# ---- csa_stream_accumulator ----
Figure 1. The metal 2 layer (csa_stream_accumulator).
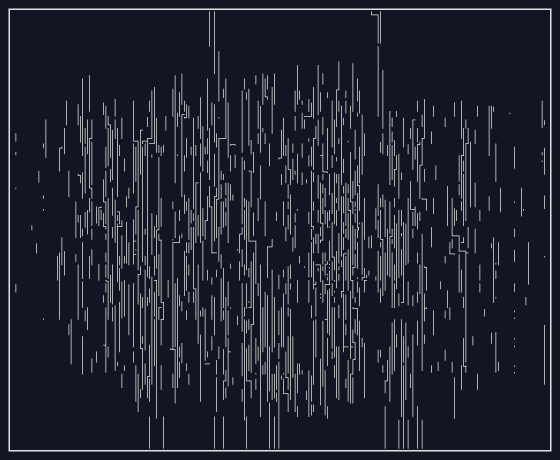

File: src/rtl/csa_stream_accumulator.sv
// csa_stream_accumulator
// Serial multi-operand adder. Operands arrive one per cycle on a valid/ready
// stream. The running total is kept in carry-save form (S, C), so each accepted
// operand costs only one 3:2 compressor row. After N_OPS operands a single
// carry-propagate add resolves S+C, and the total is offered on a valid/ready
// output port.
module csa_stream_accumulator #(
  parameter int WIDTH  = 16,
  parameter int N_OPS  = 9,
  parameter int SIGNED = 0,
  parameter int ACC_W  = WIDTH + $clog2(N_OPS)
) (
  input  logic             clk,
  input  logic             rst_n,
  input  logic             in_valid,
  output logic             in_ready,
  input  logic [WIDTH-1:0] in_data,
  output logic             out_valid,
  input  logic             out_ready,
  output logic [WIDTH-1:0] out_sum,
  output logic [ACC_W-1:0] out_full,
  output logic             out_ovf,
  output logic             busy
);

  localparam int               CNT_W    = $clog2(N_OPS + 1);
  localparam logic [CNT_W-1:0] LAST_CNT = CNT_W'(N_OPS - 1);

  typedef enum logic [1:0] {IDLE, ACCUM, RESOLVE, DONE} state_t;

  state_t           state;
  state_t           state_next;
  logic [ACC_W-1:0] s_vec;
  logic [ACC_W-1:0] c_vec;
  logic [CNT_W-1:0] count;

  logic [ACC_W-1:0] x_ext;
  logic [ACC_W-1:0] s_csa;
  logic [ACC_W-1:0] c_csa;
  logic [ACC_W-1:0] resolved;
  logic             accept;

  // Widen an operand to the accumulator width; the sign bit is replicated
  // only when operands are two's complement.
  function automatic logic [ACC_W-1:0] extend(input logic [WIDTH-1:0] d);
    logic sign_bit;
    sign_bit = (SIGNED != 0) ? d[WIDTH-1] : 1'b0;
    return {{(ACC_W - WIDTH){sign_bit}}, d};
  endfunction

  // Does the full-precision total fit in WIDTH bits? Unsigned: upper bits must
  // be zero. Signed: upper bits plus the WIDTH sign bit must all agree.
  function automatic logic range_ovf(input logic [ACC_W-1:0] f);
    logic [ACC_W-WIDTH:0] top;
    top = f[ACC_W-1:WIDTH-1];
    if (SIGNED != 0) return !((&top) || !(|top));
    else             return |top[ACC_W-WIDTH:1];
  endfunction

  // Operand extension, one 3:2 compressor row, and the final resolve adder.
  always_comb begin
    x_ext    = extend(in_data);
    s_csa    = s_vec ^ c_vec ^ x_ext;
    c_csa    = ((s_vec & c_vec) | (s_vec & x_ext) | (c_vec & x_ext)) << 1;
    resolved = s_vec + c_vec;
  end

  assign accept = in_valid && in_ready;

  // State register.
  always_ff @(posedge clk) begin
    if (!rst_n) state <= IDLE;
    else        state <= state_next;
  end

  // Next-state and handshake/status outputs, all decoded from the state.
  always_comb begin
    state_next = state;
    in_ready   = 1'b0;
    busy       = 1'b0;
    out_valid  = 1'b0;
    case (state)
      IDLE: begin
        in_ready = 1'b1;
        if (in_valid) state_next = ACCUM;
      end
      ACCUM: begin
        in_ready = 1'b1;
        busy     = 1'b1;
        if (in_valid && (count == LAST_CNT)) state_next = RESOLVE;
      end
      RESOLVE: begin
        busy       = 1'b1;
        state_next = DONE;
      end
      DONE: begin
        out_valid = 1'b1;
        if (out_ready) state_next = IDLE;
      end
      default: state_next = IDLE;
    endcase
  end

  // Carry-save accumulation, operand count and registered result.
  always_ff @(posedge clk) begin
    if (!rst_n) begin
      s_vec    <= '0;
      c_vec    <= '0;
      count    <= '0;
      out_full <= '0;
      out_sum  <= '0;
      out_ovf  <= 1'b0;
    end else begin
      case (state)
        IDLE: begin
          if (accept) begin
            s_vec <= x_ext;
            c_vec <= '0;
            count <= CNT_W'(1);
          end
        end
        ACCUM: begin
          if (accept) begin
            s_vec <= s_csa;
            c_vec <= c_csa;
            count <= count + CNT_W'(1);
          end
        end
        RESOLVE: begin
          out_full <= resolved;
          out_sum  <= resolved[WIDTH-1:0];
          out_ovf  <= range_ovf(resolved);
        end
        DONE: begin
          if (out_ready) begin
            s_vec <= '0;
            c_vec <= '0;
            count <= '0;
          end
        end
        default: ;
      endcase
    end
  end

endmodule

File: config.mk
export PLATFORM = sky130hd
export DESIGN_NAME = csa_stream_accumulator
export DESIGN_NICKNAME = d
export VERILOG_FILES = /design/src/rtl/csa_stream_accumulator.sv
export SDC_FILE = /design/constraint.sdc
export NUM_CORES = 1
export LEC_CHECK = 0
export CAP_MARGIN = 15
export CORE_ASPECT_RATIO = 0.8
export CORE_MARGIN = 4
export CORE_UTILIZATION = 49
export CTS_CLUSTER_DIAMETER = 150
export DETAILED_ROUTE_END_ITERATION = 12
export MAX_ROUTING_LAYER = met4
export PLACE_DENSITY = 0.77
export SLEW_MARGIN = 20
export SYNTH_ARGS = -nofsm -noshare
export SYNTH_HDL_FRONTEND = slang
export SYNTH_SLANG_ARGS = --single-unit
export TNS_END_PERCENT = 30
File: constraint.sdc
create_clock -name clk -period 2.5 [get_ports clk]
set_input_delay 0.375 -clock clk [delete_from_list [all_inputs] [get_ports clk]]
set_output_delay 0.375 -clock clk [all_outputs]
set_load 0.01 [all_outputs]
# ---- ph_transmitter ----
===== src/rtl/usb_pkg.sv =====
// Shared USB definitions for the host packet path: packet kinds, PID bytes,
// SYNC pattern, CRC parameters and line-state encodings.
package usb_pkg;

  typedef enum logic [2:0] {
    PKT_OUT   = 3'd0,
    PKT_IN    = 3'd1,
    PKT_ACK   = 3'd2,
    PKT_NAK   = 3'd3,
    PKT_DATA0 = 3'd4
  } pkt_t;

  localparam logic [7:0] PID_OUT   = 8'hE1;
  localparam logic [7:0] PID_IN    = 8'h69;
  localparam logic [7:0] PID_DATA0 = 8'hC3;
  localparam logic [7:0] PID_ACK   = 8'hD2;
  localparam logic [7:0] PID_NAK   = 8'h5A;

  // Bit 0 goes out first: seven 0s then a 1.
  localparam logic [7:0] SYNC_PATTERN = 8'h80;

  localparam int          CRC5_WIDTH  = 5;
  localparam int          CRC16_WIDTH = 16;
  localparam logic [4:0]  CRC5_POLY   = 5'h05;
  localparam logic [4:0]  CRC5_SEED   = 5'h1F;
  localparam logic [15:0] CRC16_POLY  = 16'h8005;
  localparam logic [15:0] CRC16_SEED  = 16'hFFFF;

  // {DP, DM}
  localparam logic [1:0] LINE_J   = 2'b10;
  localparam logic [1:0] LINE_K   = 2'b01;
  localparam logic [1:0] LINE_SE0 = 2'b00;

  function automatic logic [7:0] pid_of(input pkt_t kind);
    case (kind)
      PKT_OUT:   pid_of = PID_OUT;
      PKT_IN:    pid_of = PID_IN;
      PKT_NAK:   pid_of = PID_NAK;
      PKT_DATA0: pid_of = PID_DATA0;
      default:   pid_of = PID_ACK;
    endcase
  endfunction

  function automatic logic pkt_legal(input logic [2:0] kind);
    pkt_legal = (kind <= 3'd4);
  endfunction

endpackage


===== src/rtl/usb_crc_gen.sv =====
// Serial USB CRC generator (CRC5 or CRC16); shifts out the complemented
// remainder MSB first once the covered field has been fed in.
module usb_crc_gen
  import usb_pkg::*;
(
  input  logic clock,
  input  logic reset,
  input  logic clear,
  input  logic mode_16,
  input  logic shift_en,
  input  logic bit_in,
  input  logic shift_out,
  output logic crc_bit
);

  logic [15:0] crc_q;
  logic        mode_q;
  logic        msb;
  logic        fb;
  logic [15:0] poly;

  always_comb begin
    msb  = mode_q ? crc_q[CRC16_WIDTH-1] : crc_q[CRC5_WIDTH-1];
    fb   = bit_in ^ msb;
    poly = mode_q ? CRC16_POLY : {{(16-CRC5_WIDTH){1'b0}}, CRC5_POLY};
  end

  assign crc_bit = ~msb;

  // In CRC5 mode the upper bits collect junk that is never observed.
  always_ff @(posedge clock) begin
    if (reset) begin
      crc_q  <= CRC16_SEED;
      mode_q <= 1'b0;
    end else if (clear) begin
      mode_q <= mode_16;
      crc_q  <= mode_16 ? CRC16_SEED : {{(16-CRC5_WIDTH){1'b0}}, CRC5_SEED};
    end else if (shift_en) begin
      crc_q <= {crc_q[14:0], 1'b0} ^ (fb ? poly : 16'h0000);
    end else if (shift_out) begin
      crc_q <= {crc_q[14:0], 1'b0};
    end
  end

endmodule


===== src/rtl/ph_transmitter.sv =====
// Host-side USB packet transmitter: builds SYNC/PID/token or DATA0/CRC,
// bit-stuffs, NRZI-encodes and drives DP/DM one bit per clock, then EOP.
//
// state     | meaning
// ----------+--------------------------------------------------
// S_IDLE    | line at J, waiting for a legal start
// S_SYNC    | 8 SYNC bits
// S_PID     | 8 PID bits, LSB first
// S_TOKEN   | 7 addr + 4 endp bits, LSB first
// S_DATA    | DATA_BITS payload bits, bit 0 first
// S_CRC     | complemented CRC5/CRC16, MSB first
// S_EOP_SE0 | owed stuff bit (if any), then 2 cycles of SE0
// S_EOP_J   | 1 cycle of J, then done
module ph_transmitter
  import usb_pkg::*;
#(
  parameter int DATA_BITS   = 64,
  parameter int STUFF_LIMIT = 6
) (
  input  logic                 clock,
  input  logic                 reset,
  input  logic                 start,
  input  pkt_t                 pkt_type,
  input  logic [6:0]           addr,
  input  logic [3:0]           endp,
  input  logic [DATA_BITS-1:0] data_in,
  output logic                 DP_out,
  output logic                 DM_out,
  output logic                 host_sending,
  output logic                 ready,
  output logic                 done
);

  localparam int DIDX_W = $clog2(DATA_BITS);
  localparam int IDX_W  = (DIDX_W > 4) ? DIDX_W : 4;
  localparam int CNT_W  = $clog2(STUFF_LIMIT + 1);

  localparam logic [2:0] S_IDLE    = 3'd0;
  localparam logic [2:0] S_SYNC    = 3'd1;
  localparam logic [2:0] S_PID     = 3'd2;
  localparam logic [2:0] S_TOKEN   = 3'd3;
  localparam logic [2:0] S_DATA    = 3'd4;
  localparam logic [2:0] S_CRC     = 3'd5;
  localparam logic [2:0] S_EOP_SE0 = 3'd6;
  localparam logic [2:0] S_EOP_J   = 3'd7;

  logic [2:0]           state;
  logic [2:0]           next_field;
  logic [IDX_W-1:0]     bit_idx;
  logic [IDX_W-1:0]     field_last;
  logic [CNT_W-1:0]     stuff_cnt;
  logic                 line_prev;
  pkt_t                 pkt_q;
  logic [10:0]          token_q;
  logic [DATA_BITS-1:0] data_q;
  logic                 done_q;
  logic [7:0]           pid_byte;
  logic [1:0]           line;
  logic accept, in_field, stuff_now, field_end;
  logic raw_bit, wire_bit, level, crc_bit;

  assign pid_byte = pid_of(pkt_q);

  always_comb begin
    raw_bit    = 1'b0;
    field_last = '0;
    next_field = S_EOP_SE0;
    case (state)
      S_SYNC: begin
        raw_bit    = SYNC_PATTERN[bit_idx[2:0]];
        field_last = IDX_W'(7);
        next_field = S_PID;
      end
      S_PID: begin
        raw_bit    = pid_byte[bit_idx[2:0]];
        field_last = IDX_W'(7);
        if (pkt_q == PKT_DATA0)
          next_field = S_DATA;
        else if (pkt_q == PKT_OUT || pkt_q == PKT_IN)
          next_field = S_TOKEN;
      end
      S_TOKEN: begin
        raw_bit    = token_q[bit_idx[3:0]];
        field_last = IDX_W'(10);
        next_field = S_CRC;
      end
      S_DATA: begin
        raw_bit    = data_q[bit_idx[DIDX_W-1:0]];
        field_last = IDX_W'(DATA_BITS - 1);
        next_field = S_CRC;
      end
      S_CRC: begin
        raw_bit    = crc_bit;
        field_last = (pkt_q == PKT_DATA0) ? IDX_W'(CRC16_WIDTH - 1) : IDX_W'(CRC5_WIDTH - 1);
      end
      default: ;
    endcase
  end

  assign accept    = start && (state == S_IDLE) && pkt_legal(pkt_type);
  assign in_field  = (state inside {S_SYNC, S_PID, S_TOKEN, S_DATA, S_CRC});
  // EOP_SE0 is included so a stuff owed by the last CRC bit goes out first.
  assign stuff_now = (in_field || state == S_EOP_SE0) && (stuff_cnt == CNT_W'(STUFF_LIMIT));
  assign field_end = (bit_idx == field_last);
  assign wire_bit  = stuff_now ? 1'b0 : raw_bit;
  assign level     = wire_bit ? line_prev : ~line_prev;

  always_comb begin
    line = LINE_J;
    if (in_field || stuff_now)
      line = level ? LINE_J : LINE_K;
    else if (state == S_EOP_SE0)
      line = LINE_SE0;
  end

  assign {DP_out, DM_out} = line;
  assign host_sending     = (state != S_IDLE);
  assign ready            = (state == S_IDLE);
  assign done             = done_q;

  always_ff @(posedge clock) begin
    if (reset) begin
      state     <= S_IDLE;
      bit_idx   <= '0;
      stuff_cnt <= '0;
      line_prev <= 1'b1;
      pkt_q     <= PKT_ACK;
      token_q   <= '0;
      data_q    <= '0;
      done_q    <= 1'b0;
    end else begin
      done_q <= 1'b0;
      if (in_field || stuff_now)
        line_prev <= level;
      if (stuff_now) begin
        stuff_cnt <= '0;
      end else begin
        case (state)
          S_IDLE: if (accept) begin
            pkt_q     <= pkt_type;
            token_q   <= {endp, addr};
            data_q    <= data_in;
            state     <= S_SYNC;
            bit_idx   <= '0;
            stuff_cnt <= '0;
            line_prev <= 1'b1;
          end
          S_EOP_SE0: begin
            if (bit_idx == IDX_W'(1)) begin
              state   <= S_EOP_J;
              bit_idx <= '0;
            end else begin
              bit_idx <= bit_idx + 1'b1;
            end
          end
          S_EOP_J: begin
            state  <= S_IDLE;
            done_q <= 1'b1;
          end
          default: begin
            stuff_cnt <= raw_bit ? stuff_cnt + 1'b1 : '0;
            if (field_end) begin
              state   <= next_field;
              bit_idx <= '0;
            end else begin
              bit_idx <= bit_idx + 1'b1;
            end
          end
        endcase
      end
    end
  end

  usb_crc_gen u_crc (
    .clock     (clock),
    .reset     (reset),
    .clear     (accept),
    .mode_16   (pkt_type == PKT_DATA0),
    .shift_en  ((state == S_TOKEN || state == S_DATA) && !stuff_now),
    .bit_in    (raw_bit),
    .shift_out ((state == S_CRC) && !stuff_now),
    .crc_bit   (crc_bit)
  );

endmodule


===== config.mk =====
export PLATFORM = sky130hd
export DESIGN_NAME = ph_transmitter
export DESIGN_NICKNAME = d
export VERILOG_FILES = /design/src/rtl/usb_pkg.sv /design/src/rtl/usb_crc_gen.sv /design/src/rtl/ph_transmitter.sv
export SDC_FILE = /design/constraint.sdc
export NUM_CORES = 1
export LEC_CHECK = 0
export CORE_ASPECT_RATIO = 1.2
export CORE_MARGIN = 3
export CORE_UTILIZATION = 55
export DETAILED_ROUTE_END_ITERATION = 7
export GPL_TIMING_DRIVEN = 0
export PLACE_DENSITY_LB_ADDON = 0.25
export SETUP_SLACK_MARGIN = 0.15
export SYNTH_ARGS = -nofsm -noshare
export SYNTH_HDL_FRONTEND = slang
export SYNTH_SLANG_ARGS = --single-unit
export TNS_END_PERCENT = 20

===== constraint.sdc =====
create_clock -name clock -period 5.4 [get_ports clock]
set_clock_uncertainty 0.1 [all_clocks]
set_input_delay 1.08 -clock clock [delete_from_list [all_inputs] [get_ports clock]]
set_output_delay 1.08 -clock clock [all_outputs]
set_load 0.01 [all_outputs]

# ---- esl_stream_encoder ----
**src/rtl/esl_stream_encoder_pkg.sv**
```systemverilog
`default_nettype none
// ============================================================================
// Module   : esl_stream_encoder_pkg
// Brief    : Shared width, FSM state enum and de Bruijn LFSR tap table.
// Revision : 1.0
// ============================================================================
`ifndef BIN_LEN
`define BIN_LEN 8
`endif

package esl_stream_encoder_pkg;

    localparam int BIN_LEN_C = `BIN_LEN;

    typedef enum logic [0:0] {
        ST_IDLE   = 1'b0,
        ST_STREAM = 1'b1
    } enc_state_e;

    // Fibonacci feedback masks of primitive polynomials; bit N-1 is always a tap,
    // which the zero-insertion term in debruijn_lfsr relies on.
    function automatic logic [31:0] debruijn_taps(input int n);
        logic [31:0] taps;
        case (n)
            2:       taps = 32'h0000_0003;
            3:       taps = 32'h0000_0006;
            4:       taps = 32'h0000_000C;
            5:       taps = 32'h0000_0014;
            6:       taps = 32'h0000_0030;
            7:       taps = 32'h0000_0060;
            8:       taps = 32'h0000_00B8;
            9:       taps = 32'h0000_0110;
            10:      taps = 32'h0000_0240;
            11:      taps = 32'h0000_0500;
            12:      taps = 32'h0000_0829;
            13:      taps = 32'h0000_100D;
            14:      taps = 32'h0000_2015;
            15:      taps = 32'h0000_6000;
            16:      taps = 32'h0000_D008;
            default: taps = 32'h0000_00B8;
        endcase
        return taps;
    endfunction

endpackage
`default_nettype wire

```
**src/rtl/esl_stream_encoder_debruijn_lfsr.sv**
```systemverilog
`default_nettype none
// ============================================================================
// Module   : debruijn_lfsr
// Brief    : N-bit maximal LFSR with the all-zero state spliced in (period 2^N).
// Revision : 1.0
// ============================================================================
module debruijn_lfsr
    import esl_stream_encoder_pkg::*;
#(
    parameter int             N           = BIN_LEN_C,
    parameter logic [N-1:0]   RESET_STATE = '0
) (
    input  logic         clock,
    input  logic         reset,
    input  logic         load,
    input  logic [N-1:0] seed,
    input  logic         step,
    output logic [N-1:0] state
);

    localparam logic [31:0]  TAPS_FULL = debruijn_taps(N);
    localparam logic [N-1:0] TAPS      = TAPS_FULL[N-1:0];

    logic [N-1:0] state_q;
    logic [N-1:0] state_d;
    logic         feedback;

    always_comb begin
        // Flipping feedback when only the MSB may be set routes 100..0 -> 0 -> 0..01.
        feedback = (^(state_q & TAPS)) ^ (state_q[N-2:0] == '0);
        state_d  = state_q;
        if (load) begin
            state_d = seed;
        end else if (step) begin
            state_d = {state_q[N-2:0], feedback};
        end
    end

    always_ff @(posedge clock or negedge reset) begin
        if (!reset) begin
            state_q <= RESET_STATE;
        end else begin
            state_q <= state_d;
        end
    end

    assign state = state_q;

endmodule
`default_nettype wire

```
**src/rtl/esl_stream_encoder.sv**
```systemverilog
`default_nettype none
// ============================================================================
// Module   : esl_stream_encoder
// Brief    : Binary operand pair to 2^N-beat ESL (x, y) bitstream encoder.
// Revision : 1.0
// ============================================================================
module esl_stream_encoder
    import esl_stream_encoder_pkg::*;
#(
    parameter int           N      = BIN_LEN_C,
    parameter logic [N-1:0] Y_SEED = N'(1)
) (
    input  logic         clock,
    input  logic         reset,
    input  logic         in_valid,
    output logic         in_ready,
    input  logic [N-1:0] in_num,
    input  logic [N-1:0] in_den,
    input  logic         in_y_one,
    output logic         out_valid,
    input  logic         out_ready,
    output logic         out_x,
    output logic         out_y,
    output logic         out_last
);

    localparam logic [N-1:0] CNT_LAST = '1;

    enc_state_e   state_q, state_d;
    logic [N-1:0] cnt_q, cnt_d;
    logic [N-1:0] num_q, num_d;
    logic [N-1:0] den_q, den_d;
    logic         y_one_q, y_one_d;
    logic         lfsr_load;
    logic         lfsr_step;
    logic [N-1:0] lfsr_state;
    logic [N-1:0] cnt_rev;
    logic         streaming;

    debruijn_lfsr #(
        .N           (N),
        .RESET_STATE (Y_SEED)
    ) u_y_lfsr (
        .clock (clock),
        .reset (reset),
        .load  (lfsr_load),
        .seed  (Y_SEED),
        .step  (lfsr_step),
        .state (lfsr_state)
    );

    // Van der Corput source: bit-reversed beat index spreads x ones evenly.
    for (genvar i = 0; i < N; i++) begin : g_bitrev
        assign cnt_rev[i] = cnt_q[N-1-i];
    end

    always_comb begin
        state_d   = state_q;
        cnt_d     = cnt_q;
        num_d     = num_q;
        den_d     = den_q;
        y_one_d   = y_one_q;
        lfsr_load = 1'b0;
        lfsr_step = 1'b0;
        case (state_q)
            ST_IDLE: begin
                if (in_valid) begin
                    num_d     = in_num;
                    den_d     = in_den;
                    y_one_d   = in_y_one;
                    cnt_d     = '0;
                    lfsr_load = 1'b1;
                    state_d   = ST_STREAM;
                end
            end
            ST_STREAM: begin
                if (out_ready) begin
                    cnt_d     = cnt_q + N'(1);
                    lfsr_step = 1'b1;
                    if (cnt_q == CNT_LAST) begin
                        state_d = ST_IDLE;
                    end
                end
            end
            default: state_d = ST_IDLE;
        endcase
    end

    always_ff @(posedge clock or negedge reset) begin
        if (!reset) begin
            state_q <= ST_IDLE;
            cnt_q   <= '0;
            num_q   <= '0;
            den_q   <= '0;
            y_one_q <= 1'b0;
        end else begin
            state_q <= state_d;
            cnt_q   <= cnt_d;
            num_q   <= num_d;
            den_q   <= den_d;
            y_one_q <= y_one_d;
        end
    end

    assign streaming = (state_q == ST_STREAM);
    assign in_ready  = ~streaming;
    assign out_valid = streaming;
    assign out_x     = streaming & (cnt_rev < num_q);
    assign out_y     = streaming & (y_one_q | (lfsr_state < den_q));
    assign out_last  = streaming & (cnt_q == CNT_LAST);

endmodule
`default_nettype wire

```
**config.mk**
```make
export PLATFORM = sky130hd
export DESIGN_NAME = esl_stream_encoder
export DESIGN_NICKNAME = d
export VERILOG_FILES = /design/src/rtl/esl_stream_encoder_pkg.sv /design/src/rtl/esl_stream_encoder_debruijn_lfsr.sv /design/src/rtl/esl_stream_encoder.sv
export SDC_FILE = /design/constraint.sdc
export NUM_CORES = 1
export LEC_CHECK = 0
export CAP_MARGIN = 40
export CORE_MARGIN = 3
export CORE_UTILIZATION = 45
export DETAILED_ROUTE_END_ITERATION = 10
export HOLD_SLACK_MARGIN = 0.05
export MAX_ROUTING_LAYER = met4
export PLACE_DENSITY = 0.77
export SLEW_MARGIN = 20
export SYNTH_ARGS = -nofsm -noshare
export SYNTH_HDL_FRONTEND = slang
export SYNTH_SLANG_ARGS = --single-unit
```
**constraint.sdc**
```tcl
create_clock -name clock -period 4.1 [get_ports clock]
set_input_delay 0.82 -clock clock [delete_from_list [all_inputs] [get_ports clock]]
set_output_delay 0.82 -clock clock [all_outputs]
set_load 0.005 [all_outputs]
```
# ---- chamber_tree_sequencer ----
### config.mk
export PLATFORM = sky130hd
export DESIGN_NAME = chamber_tree_sequencer
export DESIGN_NICKNAME = d
export VERILOG_FILES = /design/src/rtl/chamber_tree_pkg.sv /design/src/rtl/chamber_tree_sequencer_phase_timer.sv /design/src/rtl/chamber_tree_sequencer.sv
export SDC_FILE = /design/constraint.sdc
export NUM_CORES = 1
export LEC_CHECK = 0
export CAP_MARGIN = 20
export CORE_UTILIZATION = 40
export CTS_CLUSTER_DIAMETER = 100
export DETAILED_ROUTE_END_ITERATION = 8
export PLACE_DENSITY = 0.7
export SETUP_SLACK_MARGIN = 0.2
export SLEW_MARGIN = 20
export SYNTH_ARGS = -nofsm -noshare
export SYNTH_HDL_FRONTEND = slang
export SYNTH_SLANG_ARGS = --single-unit
### constraint.sdc
create_clock -name clk -period 1.96 [get_ports clk]
set_input_delay 0.294 -clock clk [delete_from_list [all_inputs] [get_ports clk]]
set_output_delay 0.294 -clock clk [all_outputs]
set_load 0.02 [all_outputs]
### src/rtl/chamber_tree_pkg.sv
// Shared definitions for the chamber merge-tree sequencer: FSM encodings,
// heap-tree helpers and phase-duration conversion.
package chamber_tree_pkg;

  // Upper bound on tree size that the helper functions can handle.
  localparam int MAX_LEAVES = 64;
  localparam int MAX_NODES  = 2 * MAX_LEAVES - 1;

  typedef logic [2:0] state_t;

  localparam state_t ST_IDLE  = 3'd0;
  localparam state_t ST_FILL  = 3'd1;
  localparam state_t ST_MIX   = 3'd2;
  localparam state_t ST_XFER  = 3'd3;
  localparam state_t ST_DRAIN = 3'd4;
  localparam state_t ST_DONE  = 3'd5;

  // Timer reload values for the default phase durations.
  localparam int FILL_LOAD_DEF  = 3;
  localparam int MIX_LOAD_DEF   = 2;
  localparam int XFER_LOAD_DEF  = 1;
  localparam int DRAIN_LOAD_DEF = 4;

  // A phase of N cycles loads N-1 and ends on the cycle the timer reads 0.
  function automatic int phase_load(input int cycles);
    return cycles - 1;
  endfunction

  // Depth of heap node n, i.e. floor(log2(n+1)).
  function automatic int node_depth(input int n);
    int d;
    d = 0;
    for (int k = 1; k < 31; k++) begin
      if ((n + 1) >= (1 << k)) d = k;
    end
    return d;
  endfunction

  // A node is active when any selected leaf lies beneath it.
  function automatic logic [MAX_NODES-1:0] active_nodes(input logic [MAX_LEAVES-1:0] mask,
                                                        input int leaves);
    logic [MAX_NODES-1:0] act;
    act = '0;
    for (int i = 0; i < MAX_LEAVES; i++) begin
      if (i < leaves) act[leaves-1+i] = mask[i];
    end
    for (int n = MAX_LEAVES - 2; n >= 0; n--) begin
      if (n < leaves - 1) act[n] = act[2*n+1] | act[2*n+2];
    end
    return act;
  endfunction

endpackage

### src/rtl/chamber_tree_sequencer_phase_timer.sv
// Loadable down-counter that times each sequencer phase; holds at zero.
module phase_timer #(
  parameter int CNT_W = 8
) (
  input  logic             clk,
  input  logic             rst_n,
  input  logic             load_i,
  input  logic [CNT_W-1:0] load_val_i,
  output logic [CNT_W-1:0] value_o,
  output logic             zero_o
);

  logic [CNT_W-1:0] cnt_q, cnt_d;

  always_comb begin
    cnt_d = cnt_q;
    if (load_i) begin
      cnt_d = load_val_i;
    end else if (cnt_q != '0) begin
      cnt_d = cnt_q - 1'b1;
    end
  end

  always_ff @(posedge clk) begin
    if (!rst_n) begin
      cnt_q <= '0;
    end else begin
      cnt_q <= cnt_d;
    end
  end

  assign value_o = cnt_q;
  assign zero_o  = (cnt_q == '0);

endmodule

### src/rtl/chamber_tree_sequencer.sv
// Sequencer for a binary merge tree of chambers: fill leaves, mix and transfer
// level by level toward the root, then drain. All outputs are Moore-decoded.
module chamber_tree_sequencer
  import chamber_tree_pkg::*;
#(
  parameter int LEAVES       = 8,
  parameter int FILL_CYCLES  = 4,
  parameter int MIX_CYCLES   = 3,
  parameter int XFER_CYCLES  = 2,
  parameter int DRAIN_CYCLES = 5,
  parameter int CNT_W        = 8
) (
  input  logic                       clk,
  input  logic                       rst_n,
  input  logic                       start,
  input  logic [LEAVES-1:0]          leaf_mask,
  input  logic                       abort,
  output logic [LEAVES-1:0]          fill_open,
  output logic [2*LEAVES-2:0]        mix_on,
  output logic [2*LEAVES-3:0]        xfer_open,
  output logic                       drain_open,
  output logic                       busy,
  output logic [$clog2(LEAVES):0]    level,
  output logic                       done,
  output logic                       aborted,
  output logic                       err
);

  localparam int DEPTH = $clog2(LEAVES);
  localparam int NODES = 2 * LEAVES - 1;
  localparam int LW    = DEPTH + 1;

  localparam logic [CNT_W-1:0] FILL_LOAD  = CNT_W'(phase_load(FILL_CYCLES));
  localparam logic [CNT_W-1:0] MIX_LOAD   = CNT_W'(phase_load(MIX_CYCLES));
  localparam logic [CNT_W-1:0] XFER_LOAD  = CNT_W'(phase_load(XFER_CYCLES));
  localparam logic [CNT_W-1:0] DRAIN_LOAD = CNT_W'(phase_load(DRAIN_CYCLES));

  state_t           state_q, state_d;
  logic [LW-1:0]    level_q, level_d;
  logic [NODES-1:0] active_q, active_d;
  logic             err_q, err_d;
  logic             aborted_q, aborted_d;

  logic             tmr_load;
  logic [CNT_W-1:0] tmr_load_val;
  logic [CNT_W-1:0] tmr_value;
  logic             tmr_zero;
  logic             unused_tmr_value;

  phase_timer #(
    .CNT_W(CNT_W)
  ) u_phase_timer (
    .clk       (clk),
    .rst_n     (rst_n),
    .load_i    (tmr_load),
    .load_val_i(tmr_load_val),
    .value_o   (tmr_value),
    .zero_o    (tmr_zero)
  );

  assign unused_tmr_value = ^tmr_value;

  // Abort outranks every transition, including a start that arrives in IDLE.
  always_comb begin
    state_d      = state_q;
    level_d      = level_q;
    active_d     = active_q;
    err_d        = 1'b0;
    aborted_d    = 1'b0;
    tmr_load     = 1'b0;
    tmr_load_val = '0;

    if (abort && (state_q != ST_IDLE)) begin
      state_d   = ST_IDLE;
      level_d   = '0;
      active_d  = '0;
      aborted_d = 1'b1;
      tmr_load  = 1'b1;
    end else begin
      case (state_q)
        ST_IDLE: begin
          if (start && !abort) begin
            if (leaf_mask == '0) begin
              err_d = 1'b1;
            end else begin
              state_d      = ST_FILL;
              level_d      = LW'(DEPTH);
              active_d     = NODES'(active_nodes(MAX_LEAVES'(leaf_mask), LEAVES));
              tmr_load     = 1'b1;
              tmr_load_val = FILL_LOAD;
            end
          end
        end
        ST_FILL: begin
          if (tmr_zero) begin
            state_d      = ST_MIX;
            tmr_load     = 1'b1;
            tmr_load_val = MIX_LOAD;
          end
        end
        ST_MIX: begin
          if (tmr_zero) begin
            tmr_load = 1'b1;
            if (level_q == '0) begin
              state_d      = ST_DRAIN;
              tmr_load_val = DRAIN_LOAD;
            end else begin
              state_d      = ST_XFER;
              tmr_load_val = XFER_LOAD;
            end
          end
        end
        ST_XFER: begin
          if (tmr_zero) begin
            state_d      = ST_MIX;
            level_d      = level_q - 1'b1;
            tmr_load     = 1'b1;
            tmr_load_val = MIX_LOAD;
          end
        end
        ST_DRAIN: begin
          if (tmr_zero) state_d = ST_DONE;
        end
        ST_DONE: begin
          state_d  = ST_IDLE;
          level_d  = '0;
          active_d = '0;
        end
        default: begin
          state_d  = ST_IDLE;
          level_d  = '0;
          active_d = '0;
        end
      endcase
    end
  end

  always_ff @(posedge clk) begin
    if (!rst_n) begin
      state_q   <= ST_IDLE;
      level_q   <= '0;
      active_q  <= '0;
      err_q     <= 1'b0;
      aborted_q <= 1'b0;
    end else begin
      state_q   <= state_d;
      level_q   <= level_d;
      active_q  <= active_d;
      err_q     <= err_d;
      aborted_q <= aborted_d;
    end
  end

  // Valve/mixer decode: only active nodes at the current depth are driven.
  always_comb begin
    fill_open  = '0;
    mix_on     = '0;
    xfer_open  = '0;
    drain_open = 1'b0;
    case (state_q)
      ST_FILL: fill_open = active_q[LEAVES-1 +: LEAVES];
      ST_MIX: begin
        for (int n = 0; n < NODES; n++) begin
          mix_on[n] = active_q[n] && (node_depth(n) == int'(level_q));
        end
      end
      ST_XFER: begin
        for (int k = 1; k < NODES; k++) begin
          xfer_open[k-1] = active_q[k] && (node_depth(k) == int'(level_q));
        end
      end
      ST_DRAIN: drain_open = 1'b1;
      default: ;
    endcase
  end

  assign busy    = (state_q != ST_IDLE);
  assign done    = (state_q == ST_DONE);
  assign level   = level_q;
  assign err     = err_q;
  assign aborted = aborted_q;

endmodule

Figure 2. Metal 4 (ph_transmitter).
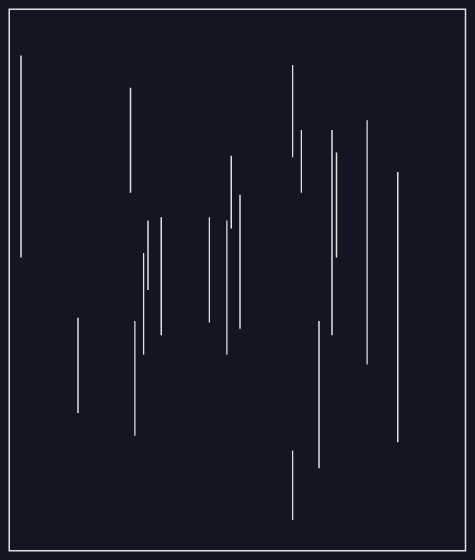
The layer carries 509 microns of wire. The layer holds 3.7% of the routed length. 14 nets have wire on it. The longest straight run is 56.4 microns. The wires run mostly vertical.
vias: 5039
Total Wirelength: 13820 microns

==> flow.log, ph_transmitter <==
[report] implementation figures
INFO  metric status = completed
INFO  metric cts_setup_buffers = 0
INFO  metric cts_made_buffers = 9
INFO  metric layout_min_cycle_time = 4.874 ns
INFO  metric die_h = 113.4 microns
INFO  metric floorplan.die.width = 95.49 microns
INFO  metric detail_routed_via_count_per_cell = 5.630
INFO  metric cts_resized = 0
INFO  metric firstDrtPassIters = 5
INFO  metric regArea = about 0.0022 sq mm
INFO  metric multi_input_combinational_cell_area = 0.002826 sq mm
INFO  metric seqAreaFraction = between 30% and 40%
INFO  metric p_per_area = approximately 410 mW/mm^2
INFO  metric synth.net_count = 757
INFO  metric max_slew_violations = 0
INFO  metric crit-reg2reg-launch = bit_idx[3]
INFO  metric power_leader = combinational cells
INFO  metric nonClockInverterCount = 10
INFO  metric ys_cells = 672
INFO  metric power_frac_seq = approximately two fifths
INFO  metric htree_levels = 3
INFO  metric clkLatencyLatePin = 0.38 ns
INFO  metric floorplan.initialDensity = 57.30%
INFO  metric drt_drc_violations_left = 0
INFO  metric p_switching = 0.001034 W
INFO  metric clockNetworkAreaShare = around 2.8%
INFO  metric hold_violation_total_from_the_final_report = 0
INFO  metric global_route.peak_usage_layer = met2
INFO  metric yosys-stat-area = 0.005285 sq mm
ph_transmitter: logic make-up (layout without fill, tap and decap cells):
kind of cell / after synthesis / after routing / share of synthesized area, %
AOI/OAI and AO/OA: 144 / 144 / 16.45
xor gates and xnor gates: 8 / 8 / 1.326
adders and majority gates: 4 / 4 / 0.9470
buffers and inverters: 58 / 161 / 4.853
DFF: 110 / 110 / 41.67
muxes: 30 / 30 / 8.262
and+or+nand+nor: 318 / 318 / 26.49
ph_transmitter: state kept, by name, summed over array words and instances (netlist names), named ones only:
signal and flops:
u_crc.crc_q 16, pkt_q 3, done 1, token_q 11
data_q 64, state 3, bit_idx 6, u_crc.mode_q 1
line_prev 1, stuff_cnt 3
ph_transmitter: worst paths after layout:
kind | to | slack [ns] | cells past startpoint
worst max-delay path | DP_out | 0.53 | 11
worst min-delay path | data_q[10] | 0.36 | 2
worst max register to register | u_crc.crc_q[2] | 2.05 | 11
worst min register to register | data_q[10] | 0.36 | 2
ph_transmitter: tightest hold or removal path: stages (launching register included):
cell and delay [ns]:
sky130_fd_sc_hd__dfxtp_1 0.32, sky130_fd_sc_hd__nand2_1 0.05, sky130_fd_sc_hd__a21oi_1 0.05
Figure 3. Met3 routing (csa_stream_accumulator).
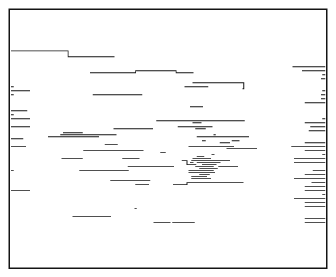
The layer holds 7.7% of the routed length. The wires run mostly horizontal. The longest straight run is 29.9 microns.
vias: 3410
met3 Usage GRT: 5.674%
Total Wirelength: 9322 microns

Figure 4. Track usage over the die (csa_stream_accumulator).
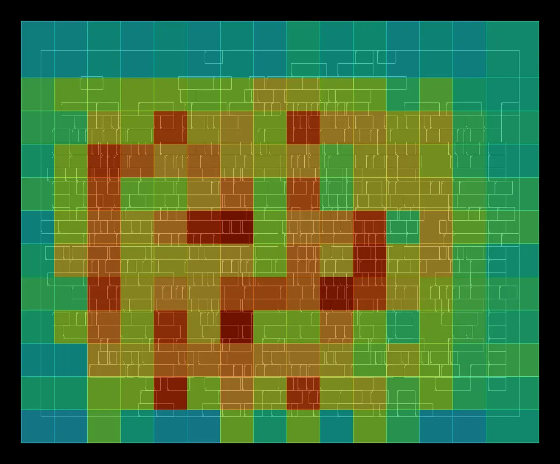
global route hottest layer: met2
global-route total usage across every layer: 20.97%
detail-routed net length per standard cell: 15.64 microns

## Picture notes: Figure 1
The longest straight run is 30.3 microns. The wires run mostly vertical. The layer carries 4090 microns of wire. The layer holds 44% of the routed length. 466 nets have wire on it.
met2 global-route usage: 30.93%

==> flow.log, csa_stream_accumulator <==
[report] implementation figures
INFO  metric cts-hold-fix-buffers = 0
INFO  metric fillers = 658
INFO  metric regArea = around 0.0013 sq mm
INFO  metric worstPathBufferInverterCount = 0
INFO  metric multi_input_combinational_cell_area = 0.002313 sq mm
INFO  metric timing.critical_path.from_type = flop
INFO  metric enable_flop_cells = 0
INFO  metric nonClockInverterCount = 13
INFO  metric comb_area_share = 49.14%
INFO  metric power.total = 0.004950 W
INFO  metric ir_worst_vdd = roughly 1.2 mV
INFO  metric postSynthAreaPerCell = 8.778 sq um
INFO  metric max_cap_viol_count = 0
INFO  metric cts_resized = 0
INFO  metric areaGrowthSynthToFinish = 21.07%
INFO  metric yosys-stat-area = 0.003889 sq mm
INFO  metric lay_top_count = sky130_fd_sc_hd__dfxtp_1
INFO  metric grt_max_degree = 41
INFO  metric finalWeightedCongestion = 0.9620
INFO  metric cp_top_family = AND-OR/OR-AND gates
INFO  metric achievable-frequency = 418.4 MHz
INFO  metric critPathCaptureType = flop
INFO  metric synth_flop_count = 66
INFO  metric netlist-cell-type-count = 52
INFO  metric dp.cells = 580
INFO  metric static-leakage-power = 1.823 nW
INFO  metric cell_kind_with_the_greatest_summed_area = combinational gates
INFO  metric setup_viol = 0
INFO  metric layout.comb_gates.multi_input = 325
INFO  metric first_pass_grt_wire_length = 15330 microns
INFO  metric status = completed
INFO  metric die_h = 87.68 microns
INFO  metric dp_slack = between 0.06 and 0.07 ns
INFO  metric clockNetworkAreaShare = ~4.5%
INFO  metric firstDrtPassIters = 5
INFO  metric log.warning_count = 30
INFO  metric mappedNetlistArea = 0.003889 sq mm
-- csa_stream_accumulator: power breakdown --
group          switching [W]  internal (W)
Sequential          0.000213       0.00128
Combinational        0.00146       0.00102
Clock               0.000398      0.000591
Total                0.00207       0.00288
-- csa_stream_accumulator: flip-flops by register name, indices dropped and copies added (netlist names) --
| signal | count |
|---|---|
| out_full | 5 |
| s_vec | 20 |
| state | 2 |
| count | 4 |
| c_vec | 19 |
| out_sum | 15 |
| out_ovf | 1 |
-- csa_stream_accumulator: path summary, 6_finish.rpt --
| path | startpoint | slack [ns] | depth (start not counted) | endpoint |
|---|---|---|---|---|
| worst max register to register | s_vec[1] | 0.11 | 9 | out_ovf |
| worst min-delay path | s_vec[18] | 0.46 | 2 | s_vec[18] |
| worst max-delay path | s_vec[1] | 0.11 | 9 | out_ovf |
| worst min register to register | s_vec[18] | 0.46 | 2 | s_vec[18] |
-- csa_stream_accumulator: metal layers --
metal	routed length, microns	up-vias	part of all wire, %
met2	4086	144	44
met3	714	10	7.7
met4	73	0	0.78
li1	-	1635	-
met1	4448	1621	48
met5	0	-	0
Figure 5. Track usage over the die (esl_stream_encoder).
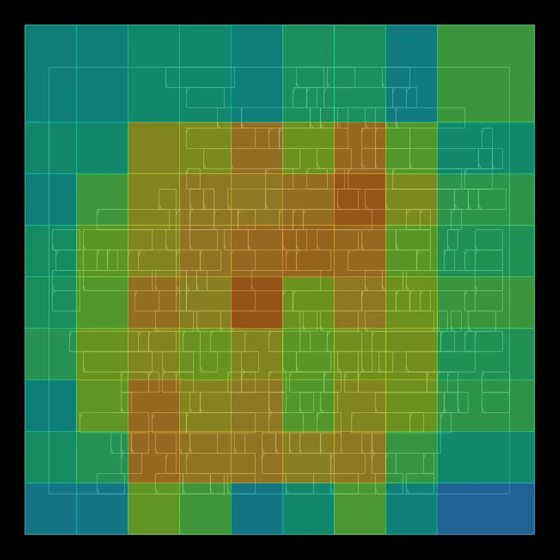
end-of-flow core utilization: 60.52%
global-route total usage across every layer: 17.55%
met2 global-route usage: 25.99%
detail-routed net length per standard cell: 13.45 microns
met3 Usage GRT: 4.433%

==> flow.log, esl_stream_encoder <==
[report] implementation figures
INFO  metric status = completed
INFO  metric yosys-top-cells-area = sky130_fd_sc_hd__dfrtp_1 (47%), sky130_fd_sc_hd__ha_1 (11%), sky130_fd_sc_hd__nand2_1 (6.9%)
INFO  metric postPlaceCellArea = 0.002039 sq mm
INFO  metric first_pass_grt_wire_length = 5871 microns
INFO  metric yosys.area_share.xor_xnor = 1.006%
INFO  metric finalWeightedCongestion = 0.8340
INFO  metric cp.arrival = 2.18 ns
INFO  metric detail_routed_via_count_per_cell = ~5.2
INFO  metric critPathCaptureType = primary output
INFO  metric timing.slew.headroom = 53.67%
INFO  metric max_slew_violations = 0
INFO  metric cts_resized = 0
INFO  metric pin_count = 26
INFO  metric main_logic_family_after_synthesis = AND-OR/OR-AND gates
INFO  metric synth_top_flop_cell = sky130_fd_sc_hd__dfrtp_1
INFO  metric met2_wirelength = between 1500 and 2000 microns
INFO  metric timing.critical_path.required = 3.28 ns
INFO  metric tritoncts = built
INFO  metric die_h = 68.21 microns
INFO  metric min_delay_worst_endpoint = num_q[0]
INFO  metric p_per_area = 454.5 mW/mm^2
INFO  metric cts_root_buffer = sky130_fd_sc_hd__clkbuf_8
INFO  metric netlist-cell-type-count = 35
INFO  metric mappedNetlistArea = ~0.0017 sq mm
INFO  metric synth.cells.most_frequent = sky130_fd_sc_hd__dfrtp_1 (33), sky130_fd_sc_hd__nand2_1 (32), sky130_fd_sc_hd__o21ai_0 (20), sky130_fd_sc_hd__inv_1 (19), sky130_fd_sc_hd__ha_1 (16)
INFO  metric dr.max_layer_used = met4
INFO  metric timing.setup.tns = 0 ns
INFO  metric max-clock-path-buffers = 2
INFO  metric worstPathBufferInverterCount = 1
INFO  metric via_count = 1332
-- esl_stream_encoder: state kept, by name (all words and copies together) (netlist names) --
name / cells
u_y_lfsr.state: 8
out_valid: 1
cnt_q: 8
den_q: 8
num_q: 8
y_one_q: 1
-- esl_stream_encoder: final cells by class --
type | count | area, sq um
Timing Repair Buffer | 27 | 265.3
Clock buffer | 7 | 86.33
Inverter | 19 | 71.32
Fill cell | 304 | 1390
Tap cell | 46 | 57.56
Clock inverter | 1 | 5.005
Sequential cell | 34 | 852.1
Multi-Input combinational cell | 120 | 793.3
-- esl_stream_encoder: through the flow --
step	setup slack (ns)	power, W	cells	utilization (%)
after detailed placement	1.400	0.0007209	246	57.92
final	1.095	0.0009684	254	60.52
after floorplan	1.939	0.0006308	178	-
after CTS	1.087	0.0009788	254	60.52
after global placement	1.415	0.0007090	246	57.92
after global routing	0.9402	0.001044	254	60.52
-- esl_stream_encoder: where the power goes --
group / switching (W) / internal [W] / leakage (nW)
sequential: 0.0000576 / 0.000402 / 0.416
clock: 0.000115 / 0.000135 / 0.0482
combinational: 0.000123 / 0.000136 / 0.561
total: 0.000295 / 0.000673 / 1.03
Figure 6. The metal 2 layer (chamber_tree_sequencer).
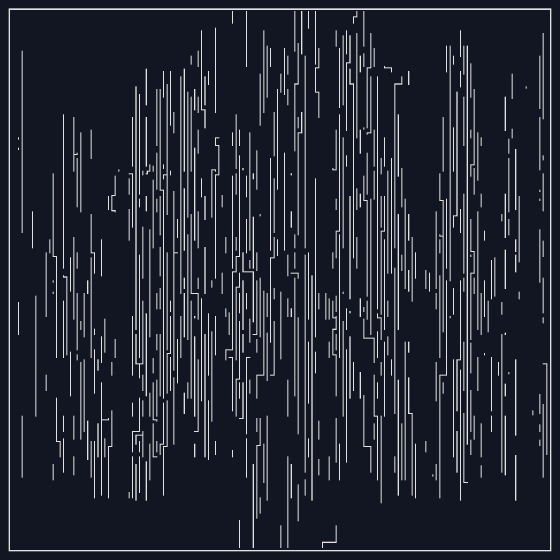
The layer carries 3100 microns of wire. The wires run mostly vertical.
vias: 2194
Total Wirelength: 6197 microns
met2 global-route usage: 42.87%

==> flow.log, chamber_tree_sequencer <==
[report] implementation figures
INFO  metric synth.net_count = around 250
INFO  metric max_cap_viol_count = 0
INFO  metric dp_slack = -0.1945 ns
INFO  metric design.final.nets = 349
INFO  metric worst_clock_skew = 0.007312 ns
INFO  metric worstSetupEndpoint = mix_on[10]
INFO  metric lay_top_count = sky130_fd_sc_hd__buf_4
INFO  metric hold_path_startpoint = leaf_mask[4]
INFO  metric cp_top_family = simple AND/OR/NAND/NOR gates
INFO  metric yosys.area_share.xor_xnor = 2.236%
INFO  metric layout_min_cycle_time = 1.759 ns
INFO  metric yosys-stat-area = around 0.0020 sq mm
INFO  metric floorplan.die.width = roughly 72 microns
INFO  metric netlist-cell-type-count = 54
INFO  metric design.core.area = 0.004723 sq mm
INFO  metric min_delay_worst_endpoint = active_q[2]
INFO  metric worstRegToRegCells = 8
INFO  metric status = completed
INFO  metric drt_drc_violations_left = 0
INFO  metric yosysSeqAreaShare = 32.72%
INFO  metric grt_max_degree = 17
INFO  metric critical-path-slowest-cell = sky130_fd_sc_hd__dfxtp_2
[chamber_tree_sequencer: layer usage]
layer	vias up	GRT usage, %	part of all wire [%]
met5	-	0	0
met4	0	7.843	1.5
met3	11	3.889	5.5
met2	83	42.87	50
met1	1027	29.17	43
li1	1073	-	-
[chamber_tree_sequencer: power by group]
part	switching, W	total (W)	leakage, nW	internal (W)
registers	0.000164	0.000983	0.264	0.000819
clock network	0.000244	0.000621	0.0552	0.000377
logic	0.00113	0.00219	1.13	0.00106
total	0.00154	0.00380	1.45	0.00226
[chamber_tree_sequencer: cell type report]
| type | count | area [sq um] |
|---|---|---|
| clock buffer | 6 | 72.57 |
| multi-input combinational | 180 | 1331 |
| tap | 67 | 83.83 |
| timing repair buffer | 105 | 893.4 |
| clock inverter | 2 | 35.03 |
| inverter | 7 | 26.28 |
| sequential | 32 | 649.4 |
| fill | 414 | 1632 |
[chamber_tree_sequencer: registers in the layout, summed over array words and instances, names as in the netlist]
register	flops
active_q	15
level	4
state_q	3
aborted	1
u_phase_timer.value_o	8
err	1

## Gallery

M1 wires.
Bar = 20 microns.
shot_01.png
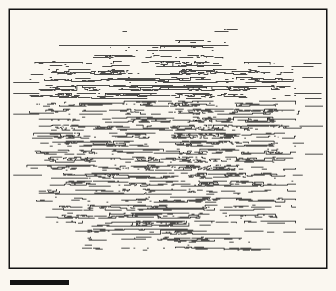
shot_02.png
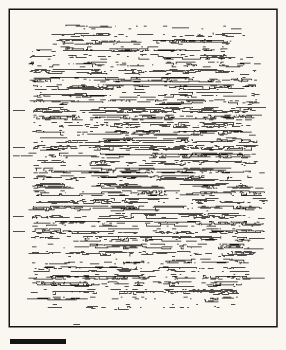
shot_03.png
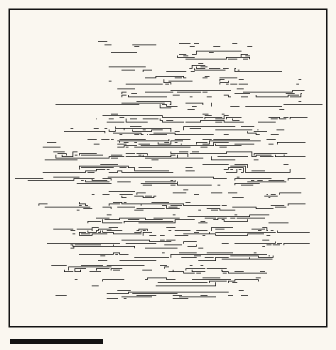
shot_04.png
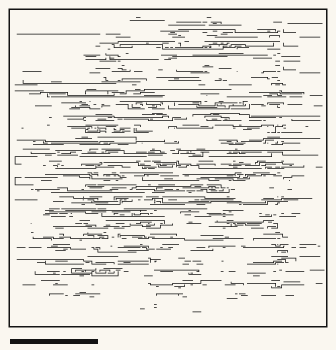
shot_03.png -> esl_stream_encoder
shot_04.png -> chamber_tree_sequencer
shot_02.png -> ph_transmitter
shot_01.png -> csa_stream_accumulator

Key to shot_02.png:
The layer holds 41% of the routed length. 777 nets have wire on it. The wires run mostly horizontal. The layer carries 5720 microns of wire. The longest straight run is 46.0 microns.



==> layout pictures side by side <==
Met3 routing.
picture 1
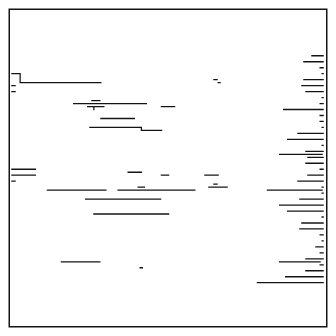
picture 2
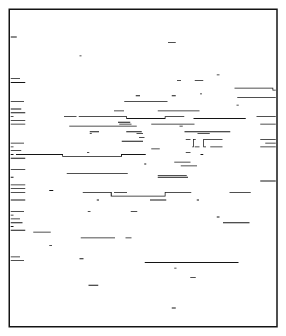
picture 3
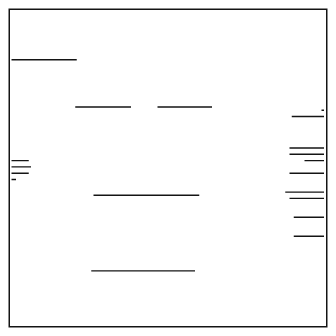
ph_transmitter -> picture 2
chamber_tree_sequencer -> picture 1
esl_stream_encoder -> picture 3


==> layout pictures side by side <==
Port wiring.
Bar = 20 microns.
image #1
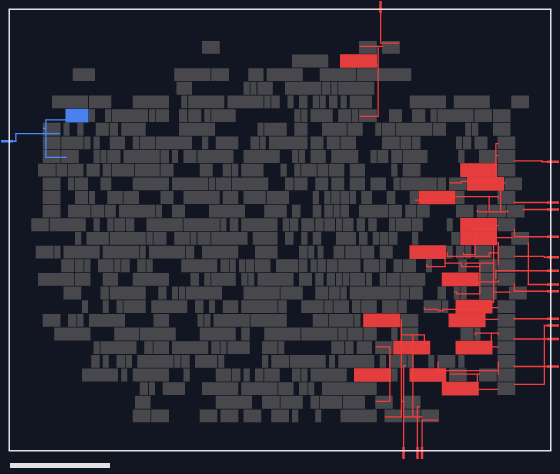
image #2
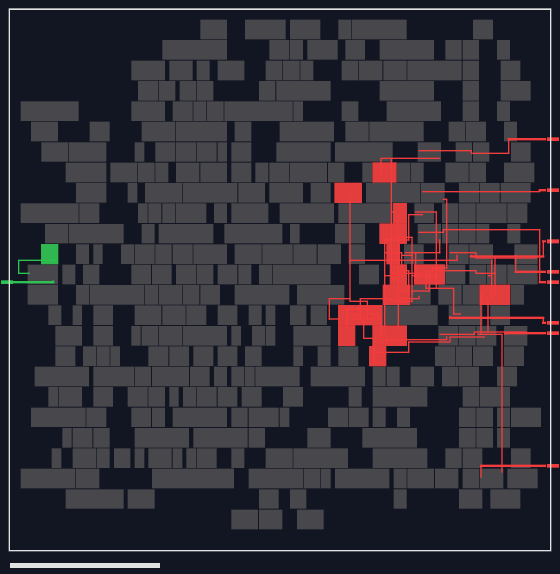
image #3
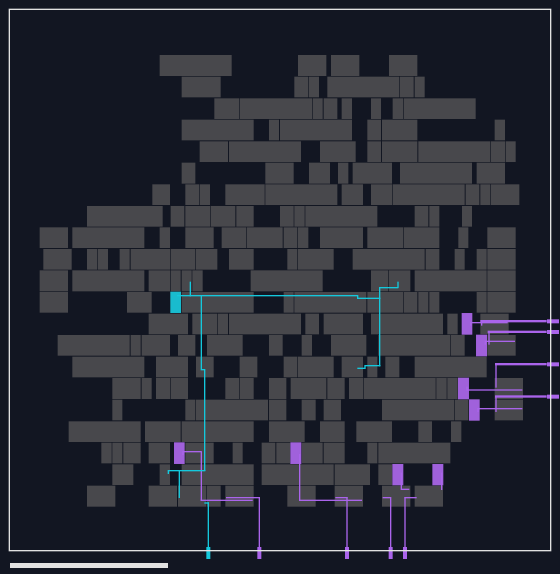
Of these, fewest cells: image #3
chamber_tree_sequencer is image #2.
esl_stream_encoder is image #3.
csa_stream_accumulator is image #1.

Key to image #3:
Key: purple = `in_num` [bits 8, direction input, edge 4 bottom, 4 right, end cells 8, wire 123 microns]; cyan = `in_ready` [bits 1, direction output, edge bottom, end cells 1, wire 80.5 microns]

Power is estimated from default activity; no workload was simulated.
